==================== nmea_sentence_parser
nmea_sentence_parser/class_map.png
Drawn at 2 px/um. Fill, decap, tap and diode cells in gray.
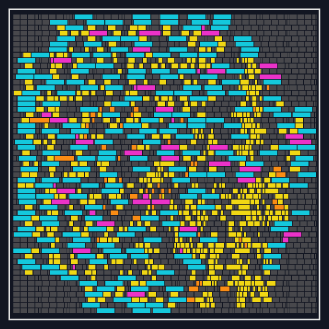

==> src/rtl/nmea_pkg.sv <==
// rtl/nmea_pkg.sv - shared states, error codes, characters and hex helpers for NMEA parsing
package nmea_pkg;

   typedef enum logic [2:0] {
      S_IDLE,
      S_PREFIX,
      S_FIELD,
      S_SUM_HI,
      S_SUM_LO,
      S_DONE
   } state_t;

   localparam logic [2:0] ERR_NONE      = 3'd0;
   localparam logic [2:0] ERR_CHECKSUM  = 3'd1;
   localparam logic [2:0] ERR_FIELD_LEN = 3'd2;
   localparam logic [2:0] ERR_TOO_MANY  = 3'd3;
   localparam logic [2:0] ERR_HEX       = 3'd4;
   localparam logic [2:0] ERR_RESTART   = 3'd5;
   localparam logic [2:0] ERR_TIMEOUT   = 3'd6;

   localparam logic [7:0] CH_DOLLAR = 8'h24;
   localparam logic [7:0] CH_COMMA  = 8'h2C;
   localparam logic [7:0] CH_STAR   = 8'h2A;

   // Checksum digits may be upper or lower case.
   function automatic logic is_hex(input logic [7:0] c);
      return (c >= 8'h30 && c <= 8'h39) ||
             (c >= 8'h41 && c <= 8'h46) ||
             (c >= 8'h61 && c <= 8'h66);
   endfunction

   // Letters share the low nibble 1..6 in both cases, so adding 9 gives 10..15.
   function automatic logic [3:0] hex_value(input logic [7:0] c);
      return (c <= 8'h39) ? c[3:0] : c[3:0] + 4'd9;
   endfunction

endpackage

==> src/rtl/nmea_field_buffer.sv <==
// rtl/nmea_field_buffer.sv - shift-in character buffer with length counter for one field
module nmea_field_buffer
#(
   parameter int  B       = 8,
   parameter int  MAX_LEN = 10,
   localparam int LEN_W   = $clog2(MAX_LEN + 1)
) (
   input  logic                 clock,
   input  logic                 reset,
   input  logic                 clear,
   input  logic                 push,
   input  logic [B-1:0]         push_data,
   output logic [MAX_LEN*B-1:0] data,
   output logic [LEN_W-1:0]     len,
   output logic                 overflow
);

   // Buffer is full: a further push would overflow, so it is dropped and the caller decides.
   assign overflow = (len == LEN_W'(MAX_LEN));

   // Newest character enters the low byte so the field text stays right-aligned.
   always_ff @(posedge clock or posedge reset) begin
      if (reset) begin
         data <= '0;
         len  <= '0;
      end else if (clear) begin
         data <= '0;
         len  <= '0;
      end else if (push && !overflow) begin
         data <= (data << B) | (MAX_LEN*B)'(push_data);
         len  <= len + LEN_W'(1);
      end
   end

endmodule

==> src/rtl/nmea_sentence_parser.sv <==
// rtl/nmea_sentence_parser.sv - NMEA-0183 prefix match, field split and checksum check
module nmea_sentence_parser
   import nmea_pkg::*;
#(
   parameter int                    B             = 8,
   parameter int                    PREFIX_LEN    = 5,
   parameter logic [PREFIX_LEN*B-1:0] PREFIX      = "GPZDA",
   parameter int                    MAX_FIELDS    = 8,
   parameter int                    MAX_FIELD_LEN = 10,
   parameter int                    TIMEOUT       = 100000,
   localparam int IDX_W = (MAX_FIELDS > 1) ? $clog2(MAX_FIELDS) : 1,
   localparam int LEN_W = $clog2(MAX_FIELD_LEN + 1),
   localparam int CNT_W = $clog2(MAX_FIELDS + 1)
) (
   input  logic                       clock,
   input  logic                       reset,
   input  logic                       load,
   input  logic [B-1:0]               data,
   output logic                       field_valid,
   output logic [IDX_W-1:0]           field_index,
   output logic [LEN_W-1:0]           field_len,
   output logic [MAX_FIELD_LEN*B-1:0] field_data,
   output logic                       sentence_done,
   output logic                       sentence_ok,
   output logic [CNT_W-1:0]           field_count,
   output logic [2:0]                 error_code
);

   localparam int POS_W = $clog2(PREFIX_LEN + 1);
   localparam int TMO_W = (TIMEOUT > 1) ? $clog2(TIMEOUT) : 1;

   state_t                     state, state_n;
   logic [7:0]                 acc, acc_n;
   logic [POS_W-1:0]           pos, pos_n;
   logic [CNT_W-1:0]           field_idx, idx_n;
   logic [3:0]                 sum_hi, hi_n;
   logic [TMO_W-1:0]           idle_cnt, idle_n;
   logic                       fv_n, done_n, ok_n;
   logic [IDX_W-1:0]           findex_n;
   logic [LEN_W-1:0]           flen_n;
   logic [MAX_FIELD_LEN*B-1:0] fdata_n;
   logic [CNT_W-1:0]           count_n;
   logic [2:0]                 err_n, code;
   logic                       start, finish, active, timed_out;
   logic [B-1:0]               prefix_char;
   logic                       buf_clear, buf_push, buf_overflow;
   logic [MAX_FIELD_LEN*B-1:0] buf_data;
   logic [LEN_W-1:0]           buf_len;

   nmea_field_buffer #(.B(B), .MAX_LEN(MAX_FIELD_LEN)) u_field_buffer (
      .clock     (clock),
      .reset     (reset),
      .clear     (buf_clear),
      .push      (buf_push),
      .push_data (data),
      .data      (buf_data),
      .len       (buf_len),
      .overflow  (buf_overflow)
   );

   assign active    = (state == S_PREFIX) || (state == S_FIELD) ||
                      (state == S_SUM_HI) || (state == S_SUM_LO);
   assign timed_out = (TIMEOUT != 0) && active && !load &&
                      (idle_cnt == TMO_W'(TIMEOUT - 1));

   // Expected identifier character for the current prefix position, first character first.
   always_comb begin
      prefix_char = '0;
      for (int i = 0; i < PREFIX_LEN; i++) begin
         if (pos == POS_W'(i)) prefix_char = PREFIX[(PREFIX_LEN-1-i)*B +: B];
      end
   end

   // Next-state, datapath and registered-output values for the sentence FSM.
   always_comb begin
      state_n   = state;
      acc_n     = acc;
      pos_n     = pos;
      idx_n     = field_idx;
      hi_n      = sum_hi;
      idle_n    = (load || !active || TIMEOUT == 0) ? '0 : idle_cnt + TMO_W'(1);
      buf_clear = 1'b0;
      buf_push  = 1'b0;
      fv_n      = 1'b0;
      findex_n  = field_index;
      flen_n    = field_len;
      fdata_n   = field_data;
      done_n    = 1'b0;
      ok_n      = sentence_ok;
      count_n   = field_count;
      err_n     = error_code;
      start     = 1'b0;
      finish    = 1'b0;
      code      = ERR_NONE;

      case (state)
         S_IDLE, S_DONE: begin
            state_n = S_IDLE;
            start   = load && (data == CH_DOLLAR);
         end
         S_PREFIX: begin
            if (load) begin
               if (data == CH_DOLLAR) begin
                  finish = 1'b1;
                  code   = ERR_RESTART;
                  start  = 1'b1;
               end else if (pos < POS_W'(PREFIX_LEN) && data == prefix_char) begin
                  pos_n = pos + POS_W'(1);
                  acc_n = acc ^ data;
               end else if (pos == POS_W'(PREFIX_LEN) && data == CH_COMMA) begin
                  state_n = S_FIELD;
                  acc_n   = acc ^ data;
               end else begin
                  state_n = S_IDLE;
               end
            end else if (timed_out) begin
               state_n = S_IDLE;
            end
         end
         S_FIELD: begin
            if (load) begin
               if (data == CH_DOLLAR) begin
                  finish = 1'b1;
                  code   = ERR_RESTART;
                  start  = 1'b1;
               end else if (data == CH_COMMA || data == CH_STAR) begin
                  if (field_idx == CNT_W'(MAX_FIELDS)) begin
                     finish = 1'b1;
                     code   = ERR_TOO_MANY;
                  end else begin
                     fv_n      = 1'b1;
                     findex_n  = field_idx[IDX_W-1:0];
                     flen_n    = buf_len;
                     fdata_n   = buf_data;
                     buf_clear = 1'b1;
                     idx_n     = field_idx + CNT_W'(1);
                     if (data == CH_STAR) state_n = S_SUM_HI;
                     else                 acc_n   = acc ^ data;
                  end
               end else if (buf_overflow) begin
                  finish = 1'b1;
                  code   = ERR_FIELD_LEN;
               end else begin
                  buf_push = 1'b1;
                  acc_n    = acc ^ data;
               end
            end else if (timed_out) begin
               finish = 1'b1;
               code   = ERR_TIMEOUT;
            end
         end
         S_SUM_HI, S_SUM_LO: begin
            if (load) begin
               if (data == CH_DOLLAR) begin
                  finish = 1'b1;
                  code   = ERR_RESTART;
                  start  = 1'b1;
               end else if (!is_hex(data)) begin
                  finish = 1'b1;
                  code   = ERR_HEX;
               end else if (state == S_SUM_HI) begin
                  hi_n    = hex_value(data);
                  state_n = S_SUM_LO;
               end else begin
                  finish = 1'b1;
                  code   = ({sum_hi, hex_value(data)} == acc) ? ERR_NONE : ERR_CHECKSUM;
               end
            end else if (timed_out) begin
               finish = 1'b1;
               code   = ERR_TIMEOUT;
            end
         end
         default: state_n = S_IDLE;
      endcase

      // A restarting "$" reports the old sentence and opens the new one in the same cycle.
      if (finish) begin
         done_n  = 1'b1;
         ok_n    = (code == ERR_NONE);
         count_n = field_idx;
         err_n   = code;
         state_n = S_DONE;
      end
      if (start) begin
         state_n   = S_PREFIX;
         acc_n     = '0;
         pos_n     = '0;
         idx_n     = '0;
         hi_n      = '0;
         idle_n    = '0;
         buf_clear = 1'b1;
      end
   end

   // State register and registered outputs; reset drops any sentence in progress silently.
   always_ff @(posedge clock or posedge reset) begin
      if (reset) begin
         state         <= S_IDLE;
         acc           <= '0;
         pos           <= '0;
         field_idx     <= '0;
         sum_hi        <= '0;
         idle_cnt      <= '0;
         field_valid   <= 1'b0;
         field_index   <= '0;
         field_len     <= '0;
         field_data    <= '0;
         sentence_done <= 1'b0;
         sentence_ok   <= 1'b0;
         field_count   <= '0;
         error_code    <= ERR_NONE;
      end else begin
         state         <= state_n;
         acc           <= acc_n;
         pos           <= pos_n;
         field_idx     <= idx_n;
         sum_hi        <= hi_n;
         idle_cnt      <= idle_n;
         field_valid   <= fv_n;
         field_index   <= findex_n;
         field_len     <= flen_n;
         field_data    <= fdata_n;
         sentence_done <= done_n;
         sentence_ok   <= ok_n;
         field_count   <= count_n;
         error_code    <= err_n;
      end
   end

endmodule

==> config.mk <==
export PLATFORM = sky130hd
export DESIGN_NAME = nmea_sentence_parser
export DESIGN_NICKNAME = d
export VERILOG_FILES = /design/src/rtl/nmea_pkg.sv /design/src/rtl/nmea_field_buffer.sv /design/src/rtl/nmea_sentence_parser.sv
export SDC_FILE = /design/constraint.sdc
export NUM_CORES = 1
export LEC_CHECK = 0
export ABC_AREA = 0
export CAP_MARGIN = 20
export CORE_UTILIZATION = 44
export DETAILED_ROUTE_END_ITERATION = 7
export DONT_BUFFER_PORTS = 1
export GPL_TIMING_DRIVEN = 0
export HOLD_SLACK_MARGIN = 0.06
export PLACE_DENSITY_LB_ADDON = 0.12
export SYNTH_ARGS = -nofsm -noshare
export SYNTH_HDL_FRONTEND = slang
export SYNTH_HIERARCHICAL = 1
export SYNTH_SLANG_ARGS = --single-unit
==> constraint.sdc <==
create_clock -name clock -period 11.1 [get_ports clock]
set_clock_uncertainty 0.05 [all_clocks]
set_input_delay 2.775 -clock clock [delete_from_list [all_inputs] [get_ports clock]]
set_output_delay 2.775 -clock clock [all_outputs]
set_load 0.005 [all_outputs]
==================== interrupt_request_unit
[config.mk]
export PLATFORM = sky130hd
export DESIGN_NAME = interrupt_request_unit
export DESIGN_NICKNAME = d
export VERILOG_FILES = /design/src/rtl/interrupt_request_unit.sv
export SDC_FILE = /design/constraint.sdc
export NUM_CORES = 1
export LEC_CHECK = 0
export CELL_PAD_IN_SITES_DETAIL_PLACEMENT = 0
export CELL_PAD_IN_SITES_GLOBAL_PLACEMENT = 1
export CORE_MARGIN = 2
export CORE_UTILIZATION = 42
export CTS_BUF_LIST = sky130_fd_sc_hd__clkbuf_2
export CTS_CLUSTER_DIAMETER = 150
export CTS_CLUSTER_SIZE = 14
export DETAILED_ROUTE_END_ITERATION = 8
export PLACE_DENSITY = 0.95
export SYNTH_ARGS = -nofsm -noshare
export SYNTH_HDL_FRONTEND = slang
export SYNTH_SLANG_ARGS = --single-unit
[constraint.sdc]
create_clock -name clk -period 3.6 [get_ports clk]
set_input_delay 0.36 -clock clk [delete_from_list [all_inputs] [get_ports clk]]
set_output_delay 0.36 -clock clk [all_outputs]
set_load 0.02 [all_outputs]
[src/rtl/interrupt_request_unit.sv]
// Machine-mode interrupt source: mtime/mtimecmp timer, software-interrupt latch, registered
// external sample, priority arbitration and the pending/taken handshake towards the gc.
module interrupt_request_unit #(
    parameter int unsigned TIMER_WIDTH = 64,
    parameter int unsigned PRESCALE    = 1
) (
    input  logic                   clk,
    input  logic                   rst,
    input  logic                   ext_irq,
    input  logic                   sw_set,
    input  logic                   sw_clear,
    input  logic                   mtimecmp_we,
    input  logic [TIMER_WIDTH-1:0] mtimecmp_wdata,
    input  logic                   mie_meie,
    input  logic                   mie_msie,
    input  logic                   mie_mtie,
    input  logic                   mstatus_mie,
    input  logic                   interrupt_taken,
    output logic                   interrupt_pending,
    output logic [3:0]             interrupt_cause,
    output logic [2:0]             mip,
    output logic [TIMER_WIDTH-1:0] mtime
);

    localparam int unsigned   PW           = (PRESCALE > 1) ? $clog2(PRESCALE) : 1;
    localparam logic [PW-1:0] PRESCALE_MAX = PW'(PRESCALE - 1);
    localparam logic [3:0]    CODE_MEI     = 4'd11;
    localparam logic [3:0]    CODE_MSI     = 4'd3;
    localparam logic [3:0]    CODE_MTI     = 4'd7;

    typedef enum logic [1:0] {StIdle, StPending, StTaken} state_e;

    state_e                 state_q, state_d;
    logic [3:0]             cause_q, cause_d;
    logic [PW-1:0]          pre_cnt_q;
    logic [TIMER_WIDTH-1:0] mtime_q, mtimecmp_q;
    logic                   msip_q, mtip_q, meip_q;
    logic                   tick;
    logic [2:0]             enabled;
    logic                   req;
    logic [3:0]             sel_code;

    always_comb begin
        tick    = (pre_cnt_q == PRESCALE_MAX);
        enabled = {meip_q & mie_meie, mtip_q & mie_mtie, msip_q & mie_msie};
        req     = (|enabled) & mstatus_mie;
        // MEI > MSI > MTI
        if (enabled[2]) begin
            sel_code = CODE_MEI;
        end else if (enabled[0]) begin
            sel_code = CODE_MSI;
        end else if (enabled[1]) begin
            sel_code = CODE_MTI;
        end else begin
            sel_code = 4'd0;
        end
    end

    always_ff @(posedge clk) begin
        if (rst) begin
            pre_cnt_q  <= '0;
            mtime_q    <= '0;
            mtimecmp_q <= '1;
            mtip_q     <= 1'b0;
            meip_q     <= 1'b0;
            msip_q     <= 1'b0;
            state_q    <= StIdle;
            cause_q    <= 4'd0;
        end else begin
            if (tick) begin
                pre_cnt_q <= '0;
                mtime_q   <= mtime_q + TIMER_WIDTH'(1);
            end else begin
                pre_cnt_q <= pre_cnt_q + PW'(1);
            end
            if (mtimecmp_we) begin
                mtimecmp_q <= mtimecmp_wdata;
            end
            mtip_q <= (mtime_q >= mtimecmp_q);
            meip_q <= ext_irq;
            // Set wins over a simultaneous clear.
            if (sw_set) begin
                msip_q <= 1'b1;
            end else if (sw_clear) begin
                msip_q <= 1'b0;
            end
            state_q <= state_d;
            cause_q <= cause_d;
        end
    end

    always_comb begin
        state_d = state_q;
        cause_d = cause_q;
        case (state_q)
            StIdle: begin
                if (req) begin
                    state_d = StPending;
                end
            end
            StPending: begin
                if (interrupt_taken) begin
                    state_d = StTaken;
                    cause_d = sel_code;
                end else if (!req) begin
                    state_d = StIdle;
                end
            end
            StTaken: begin
                // Trap entry clears MIE; only then can a new request be raised.
                if (!mstatus_mie) begin
                    state_d = StIdle;
                end
            end
            default: state_d = StIdle;
        endcase
    end

    assign interrupt_pending = (state_q == StPending);
    assign interrupt_cause   = cause_q;
    assign mip               = {meip_q, mtip_q, msip_q};
    assign mtime             = mtime_q;

    spurious_taken: assert property (@(posedge clk) disable iff (rst)
        interrupt_taken |-> (state_q == StPending))
        else $warning("interrupt_taken outside pending state ignored");

endmodule
==================== demux1_2_4_seq
File: src/rtl/demux1_2_4_seq.sv
// Registered 1-to-2 word demultiplexer: de-interleaves an A/B stream (auto) or
// routes by an explicit select (manual), with held outputs and one-cycle strobes.
module demux1_2_4_seq #(
  parameter int WIDTH = 4,
  parameter int CNT_W = 8
) (
  input  logic             clk,
  input  logic             reset_n,
  input  logic [WIDTH-1:0] din,
  input  logic             din_valid,
  input  logic             auto,
  input  logic             s,
  input  logic             sync,
  output logic [WIDTH-1:0] out_a,
  output logic [WIDTH-1:0] out_b,
  output logic             valid_a,
  output logic             valid_b,
  output logic [CNT_W-1:0] pair_cnt,
  output logic             phase
);

  typedef enum logic {
    WAIT_A = 1'b0,
    WAIT_B = 1'b1
  } state_t;

  state_t           state_reg, state_next;
  logic [WIDTH-1:0] out_a_reg, out_a_next;
  logic [WIDTH-1:0] out_b_reg, out_b_next;
  logic             valid_a_reg, valid_a_next;
  logic             valid_b_reg, valid_b_next;
  logic [CNT_W-1:0] pair_cnt_reg, pair_cnt_next;

  always_ff @(posedge clk) begin
    if (!reset_n) begin
      state_reg    <= WAIT_A;
      out_a_reg    <= '0;
      out_b_reg    <= '0;
      valid_a_reg  <= 1'b0;
      valid_b_reg  <= 1'b0;
      pair_cnt_reg <= '0;
    end else begin
      state_reg    <= state_next;
      out_a_reg    <= out_a_next;
      out_b_reg    <= out_b_next;
      valid_a_reg  <= valid_a_next;
      valid_b_reg  <= valid_b_next;
      pair_cnt_reg <= pair_cnt_next;
    end
  end

  always_comb begin
    state_next    = state_reg;
    out_a_next    = out_a_reg;
    out_b_next    = out_b_reg;
    valid_a_next  = 1'b0;
    valid_b_next  = 1'b0;
    pair_cnt_next = pair_cnt_reg;

    if (!auto) begin
      // Parking in WAIT_A makes the first word after a switch to auto land on A.
      state_next = WAIT_A;
      if (din_valid) begin
        if (s) begin
          out_b_next   = din;
          valid_b_next = 1'b1;
        end else begin
          out_a_next   = din;
          valid_a_next = 1'b1;
        end
      end
    end else if (din_valid) begin
      if (sync || state_reg == WAIT_A) begin
        out_a_next   = din;
        valid_a_next = 1'b1;
        state_next   = WAIT_B;
      end else begin
        out_b_next    = din;
        valid_b_next  = 1'b1;
        pair_cnt_next = pair_cnt_reg + 1'b1;
        state_next    = WAIT_A;
      end
    end else if (sync) begin
      // Drop a half-received pair without counting it.
      state_next = WAIT_A;
    end
  end

  assign out_a    = out_a_reg;
  assign out_b    = out_b_reg;
  assign valid_a  = valid_a_reg;
  assign valid_b  = valid_b_reg;
  assign pair_cnt = pair_cnt_reg;
  assign phase    = state_reg;

endmodule

File: config.mk
export PLATFORM = sky130hd
export DESIGN_NAME = demux1_2_4_seq
export DESIGN_NICKNAME = d
export VERILOG_FILES = /design/src/rtl/demux1_2_4_seq.sv
export SDC_FILE = /design/constraint.sdc
export NUM_CORES = 1
export LEC_CHECK = 0
export ABC_AREA = 1
export CORE_ASPECT_RATIO = 1.4
export CORE_MARGIN = 1
export CORE_UTILIZATION = 44
export DETAILED_ROUTE_END_ITERATION = 12
export PLACE_DENSITY = 0.84
export SETUP_SLACK_MARGIN = 0.5
export SLEW_MARGIN = 20
export SYNTH_ARGS = -nofsm -noshare
export SYNTH_HDL_FRONTEND = slang
export SYNTH_SLANG_ARGS = --single-unit
File: constraint.sdc
create_clock -name clk -period 1.38 [get_ports clk]
set_clock_uncertainty 0.05 [all_clocks]
set_input_delay 0.276 -clock clk [delete_from_list [all_inputs] [get_ports clk]]
set_output_delay 0.276 -clock clk [all_outputs]
set_load 0.005 [all_outputs]
demux1_2_4_seq/placed.png
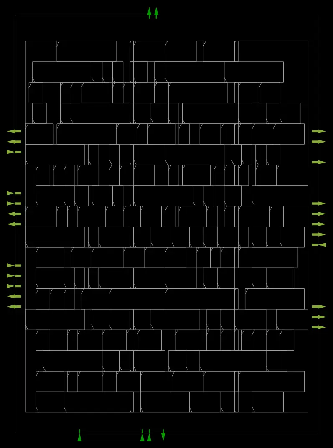
Final Util: 0.837
fraction of area in registers: 0.269
Post-Layout Cell Count: 196
Tap Count: 20
# fillers: 113

==> results.yml, demux1_2_4_seq <==
# generated from flow reports
power:
  switching_power_uw: 303
  p_comb_uw: 222
setup_path:
  r2r_cells: 8
  slowest_stage: "dfxtp_4"
  crit_buf_inv: 3
  arrival_ns: 1.40
final_layout:
  num-clock-buffers: 3
  inverters: 15
floorplanning:
  placementRows: 18
synth:
  synth-async-reset-ratio: 0
  ys_sh_simple: 0.360
  topCombFamilyByArea: "simple AND/OR/NAND/NOR gates"
cts:
  htreeDepth: 1
  post-cts-setup-buffer-count: 11
  hold_buffers: 0
run_status:
  status: "complete, no violations"
final_timing:
  layout_min_cycle_time_ns: 1.22
detailed_routing:
  m1WireLength_mm: 1.02
==> demux1_2_4_seq: worst register-to-register path, cell delays in order, from the launching register on <==
cell and delay [ns]:
dfxtp_4 0.36, buf_6 0.10, inv_4 0.03, nor2_4 0.11, nand2_4 0.10, buf_6 0.14
nand4_1 0.08, nand2_1 0.07, nor2_1 0.10
==> demux1_2_4_seq: worst min path at each step <==
stage | start | end | slack, ns | depth (start not counted)
final | out_b[2]$_SDFFE_PN0P_ | out_b[2]$_SDFFE_PN0P_ | 0.42 | 2
after global routing | out_b[2]$_SDFFE_PN0P_ | out_b[2]$_SDFFE_PN0P_ | 0.44 | 2
after CTS | out_a[1]$_SDFFE_PN0P_ | out_a[1]$_SDFFE_PN0P_ | 0.44 | 2
after detailed placement | pair_cnt[0]$_SDFFE_PN0P_ | pair_cnt[0]$_SDFFE_PN0P_ | 0.40 | 1
after global placement | pair_cnt[4]$_SDFFE_PN0P_ | pair_cnt[4]$_SDFFE_PN0P_ | 0.40 | 2
after floorplan | auto | phase$_SDFFE_PN0P_ | 0.36 | 2
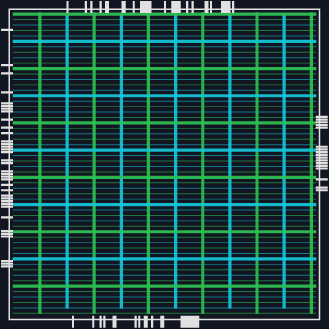
nmea_sentence_parser/floorplan.png
Drawn at 2 px/um. Pins as bars on the die edge.
VSS: in green. VDD: in cyan.
56 met1 rails follow the rows. 11 straps on met5. The core has 55 rows. 108 signal pins sit on the boundary. 11 straps on met4.

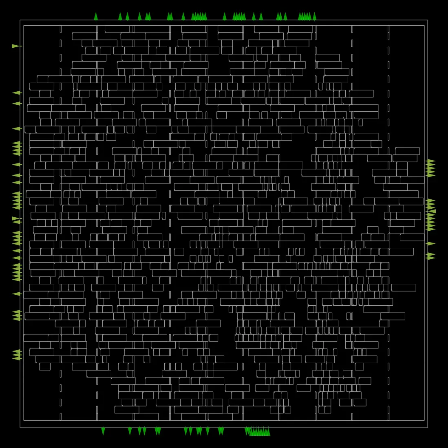
nmea_sentence_parser/placed.png
Tap Count: 285
row cnt: 55

Notes on nmea_sentence_parser/class_map.png above:
remaining logic cells: in yellow, cells 566, share of their area 40%. remaining buffers and delay cells: in orange, cells 47, share of their area 3.0%. clock drivers and dummy loads: in magenta, cells 43, share of their area 7.7%. registers: in cyan, cells 220, share of their area 49%.

==> results.yml, nmea_sentence_parser <==
# generated from flow reports
run_status:
  status: "complete, no violations"
final_layout:
  nNetsFinal: 886
  drive_gt1_frac: 0.218
grt:
  antenna_found_initial: 0
  met2_usage: 0.337
  grt_max_degree: 73
  busiest_layer: "met2"
setup_path:
  r2r-start: "field_idx[0]$_DFFE_PP0P_"
  critical_path_required_ns: 11.44
  worst-path-max-fanout: 10
  worst-setup-path-type: "in2reg"
final_timing:
  final_hold_viol_count: 0
power:
  cellPowerDensity_mw_per_mm2: 164
  power_leader: "the clock network"
worst_hold_path:
  worstHoldStart: "u_field_buffer/data[22]$_DFFE_PP0P_"
floorplanning:
  io_pins: 108
  dieArea_mm2: 0.0238
cts:
  htreeDepth: 1
  ctsRootBufferMaster: "clkbuf_16"
  cts_tree: "built"
  cts_resized: 0
synth:
  fp_nets: 857
  syn-cell-area_mm2: 0.0102
  ys_seq_frac: 0.539
  yosysTopAreaCell: "dfrtp_1"
detailed_routing:
  routed_wl_mm: 22.7
## nmea_sentence_parser: critical path, cell delays in order
cell	delay [ns]
clkbuf_1	0.27
inv_1	0.17
ha_1	0.26
nand4_1	0.20
nand2_1	0.24
nor3_1	0.63
buf_2	0.36
buf_2	0.29
nand2b_1	0.19
clkbuf_1	0.41
clkbuf_1	0.42
nand2b_1	0.23
mux2i_1	0.09
## nmea_sentence_parser: layer usage
metal  vias up  wire length (um)
met1      3215             10000
met4         0               354
li1       2973                 -
met3        32              1290
met2       135             11000
met5         -                 0
## nmea_sentence_parser: final cells by class
type,instances,share of cell area
buffer,45,0.0247
clock buffer,29,0.0566
clock inverter,14,0.0180
inverter,18,0.00675
multi-input combinational,548,0.379
sequential,220,0.479
tap,285,0.0310
timing repair buffer,2,0.00479
## nmea_sentence_parser: cells by family after synthesis
kind of cell / after synthesis / synth area share
simple gates: 244 / 0.141
flops: 220 / 0.539
mux: 169 / 0.178
compound gates: 90 / 0.0636
buf+inv: 63 / 0.0347
xor+xnor: 30 / 0.0257
fa+ha+maj: 15 / 0.0184
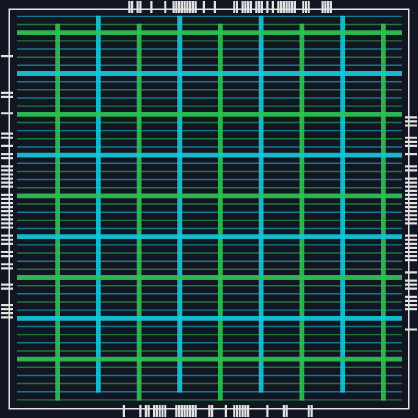
interrupt_request_unit/floorplan.png
Drawn at 3 px/um. Pins as bars on the die edge.
VDD: in cyan. VSS: in green.
147 signal pins sit on the boundary. 48 met1 rails follow the rows.

==> results.yml, interrupt_request_unit <==
# generated from flow reports
final_layout:
  comb_cells: 557
  nNetsFinal: 1079
  lay_top_cells: "144 x clkdlybuf4s50_1, 137 x dfxtp_1, 100 x nand2_1"
  buffer_area_frac: 0.172
  fin_util: 0.540
  num-clock-buffers: 17
  clkCellAreaFrac: 0.0302
synth:
  netlist_instances: 804
  flop_cell: "dfxtp_1"
grt:
  busiest_layer: "met2"
  grt_util_met3: 0.0437
floorplanning:
  placementRows: 47
run_status:
  status: "complete, no violations"
final_timing:
  finalWorstSetupSlack_ns: 0.811
  setup_viol: 0
setup_path:
  arrival_ns: 3.39
  critPathCaptureType: "flop"
  rrSetupSlack_ns: 0.81
power:
  seq_power_share: 0.549
cts:
  clock-sinks: 137
worst_hold_path:
  hold-path-cell-count: 3
interrupt_request_unit: Yosys cell counts (2+ instances only):
master / number
inv_1: 71
nand4_4: 4
buf_4: 4
nor4_1: 4
and2_1: 3
clkbuf_1: 28
buf_2: 6
o21ai_0: 16
nor3_1: 6
nor2_1: 67
nand4_1: 36
o31ai_1: 2
nand2_1: 100
xnor2_1: 9
and4_1: 5
or3_1: 8
dfxtp_1: 137
a21oi_1: 38
nor2b_1: 6
o211ai_1: 65
a21o_1: 8
nor4_4: 2
nand3b_1: 2
a221oi_1: 2
ha_1: 65
nand3_1: 28
xor2_1: 44
and3_1: 10
mux2i_1: 2
a211oi_1: 3
or4_1: 2
interrupt_request_unit: kinds of logic (layout without fill, tap and decap cells):
logic type                 Yosys count  in the layout  share of synthesized area
AOI/OAI and AO/OA                  142            142                      0.136
xor gates and xnor gates            53             53                     0.0667
adders and majority gates           65             65                      0.117
buffers and inverters              110            258                     0.0626
DFF                                137            137                      0.394
muxes                                2              2                    0.00288
other                                1              2                   0.000539
and+or+nand+nor                    294            294                      0.220


==> layout pictures side by side <==
Clock distribution.
shot_01.png
Drawn at 4 px/um.
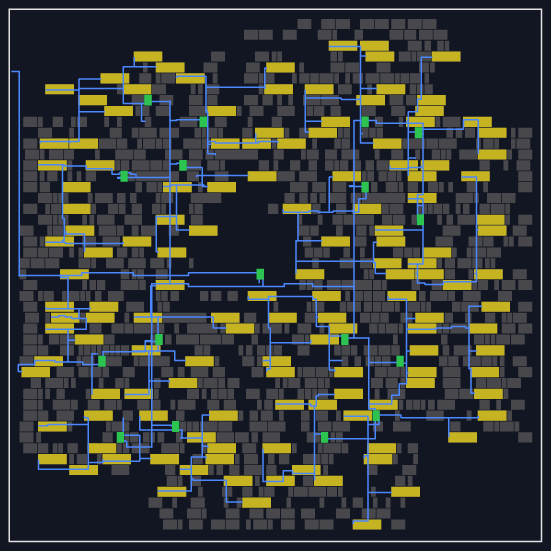
shot_02.png
Drawn at 10 px/um.
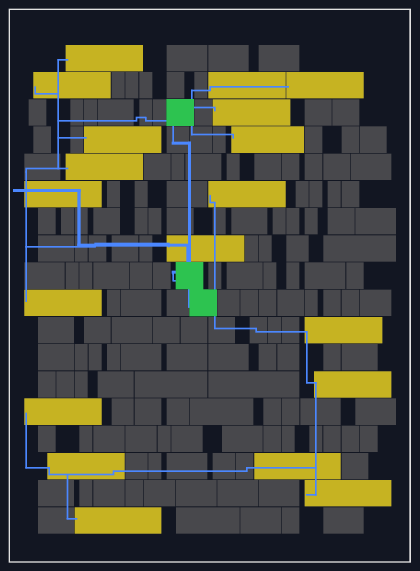
shot_03.png
Drawn at 4 px/um.
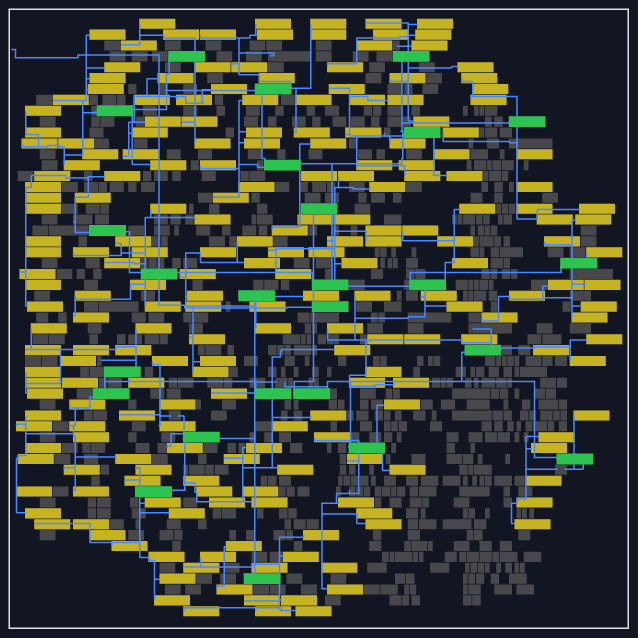
shot_03.png: nmea_sentence_parser
shot_01.png: interrupt_request_unit
shot_02.png: demux1_2_4_seq

Key to shot_02.png:
clock wires: in blue, length 220 um. flip-flops: in yellow, count 19. clock-net drivers: in green, count 3.
Position of the flops: widely spread. There are 4 routed clock nets.

Power and IR drop assume default switching activity.
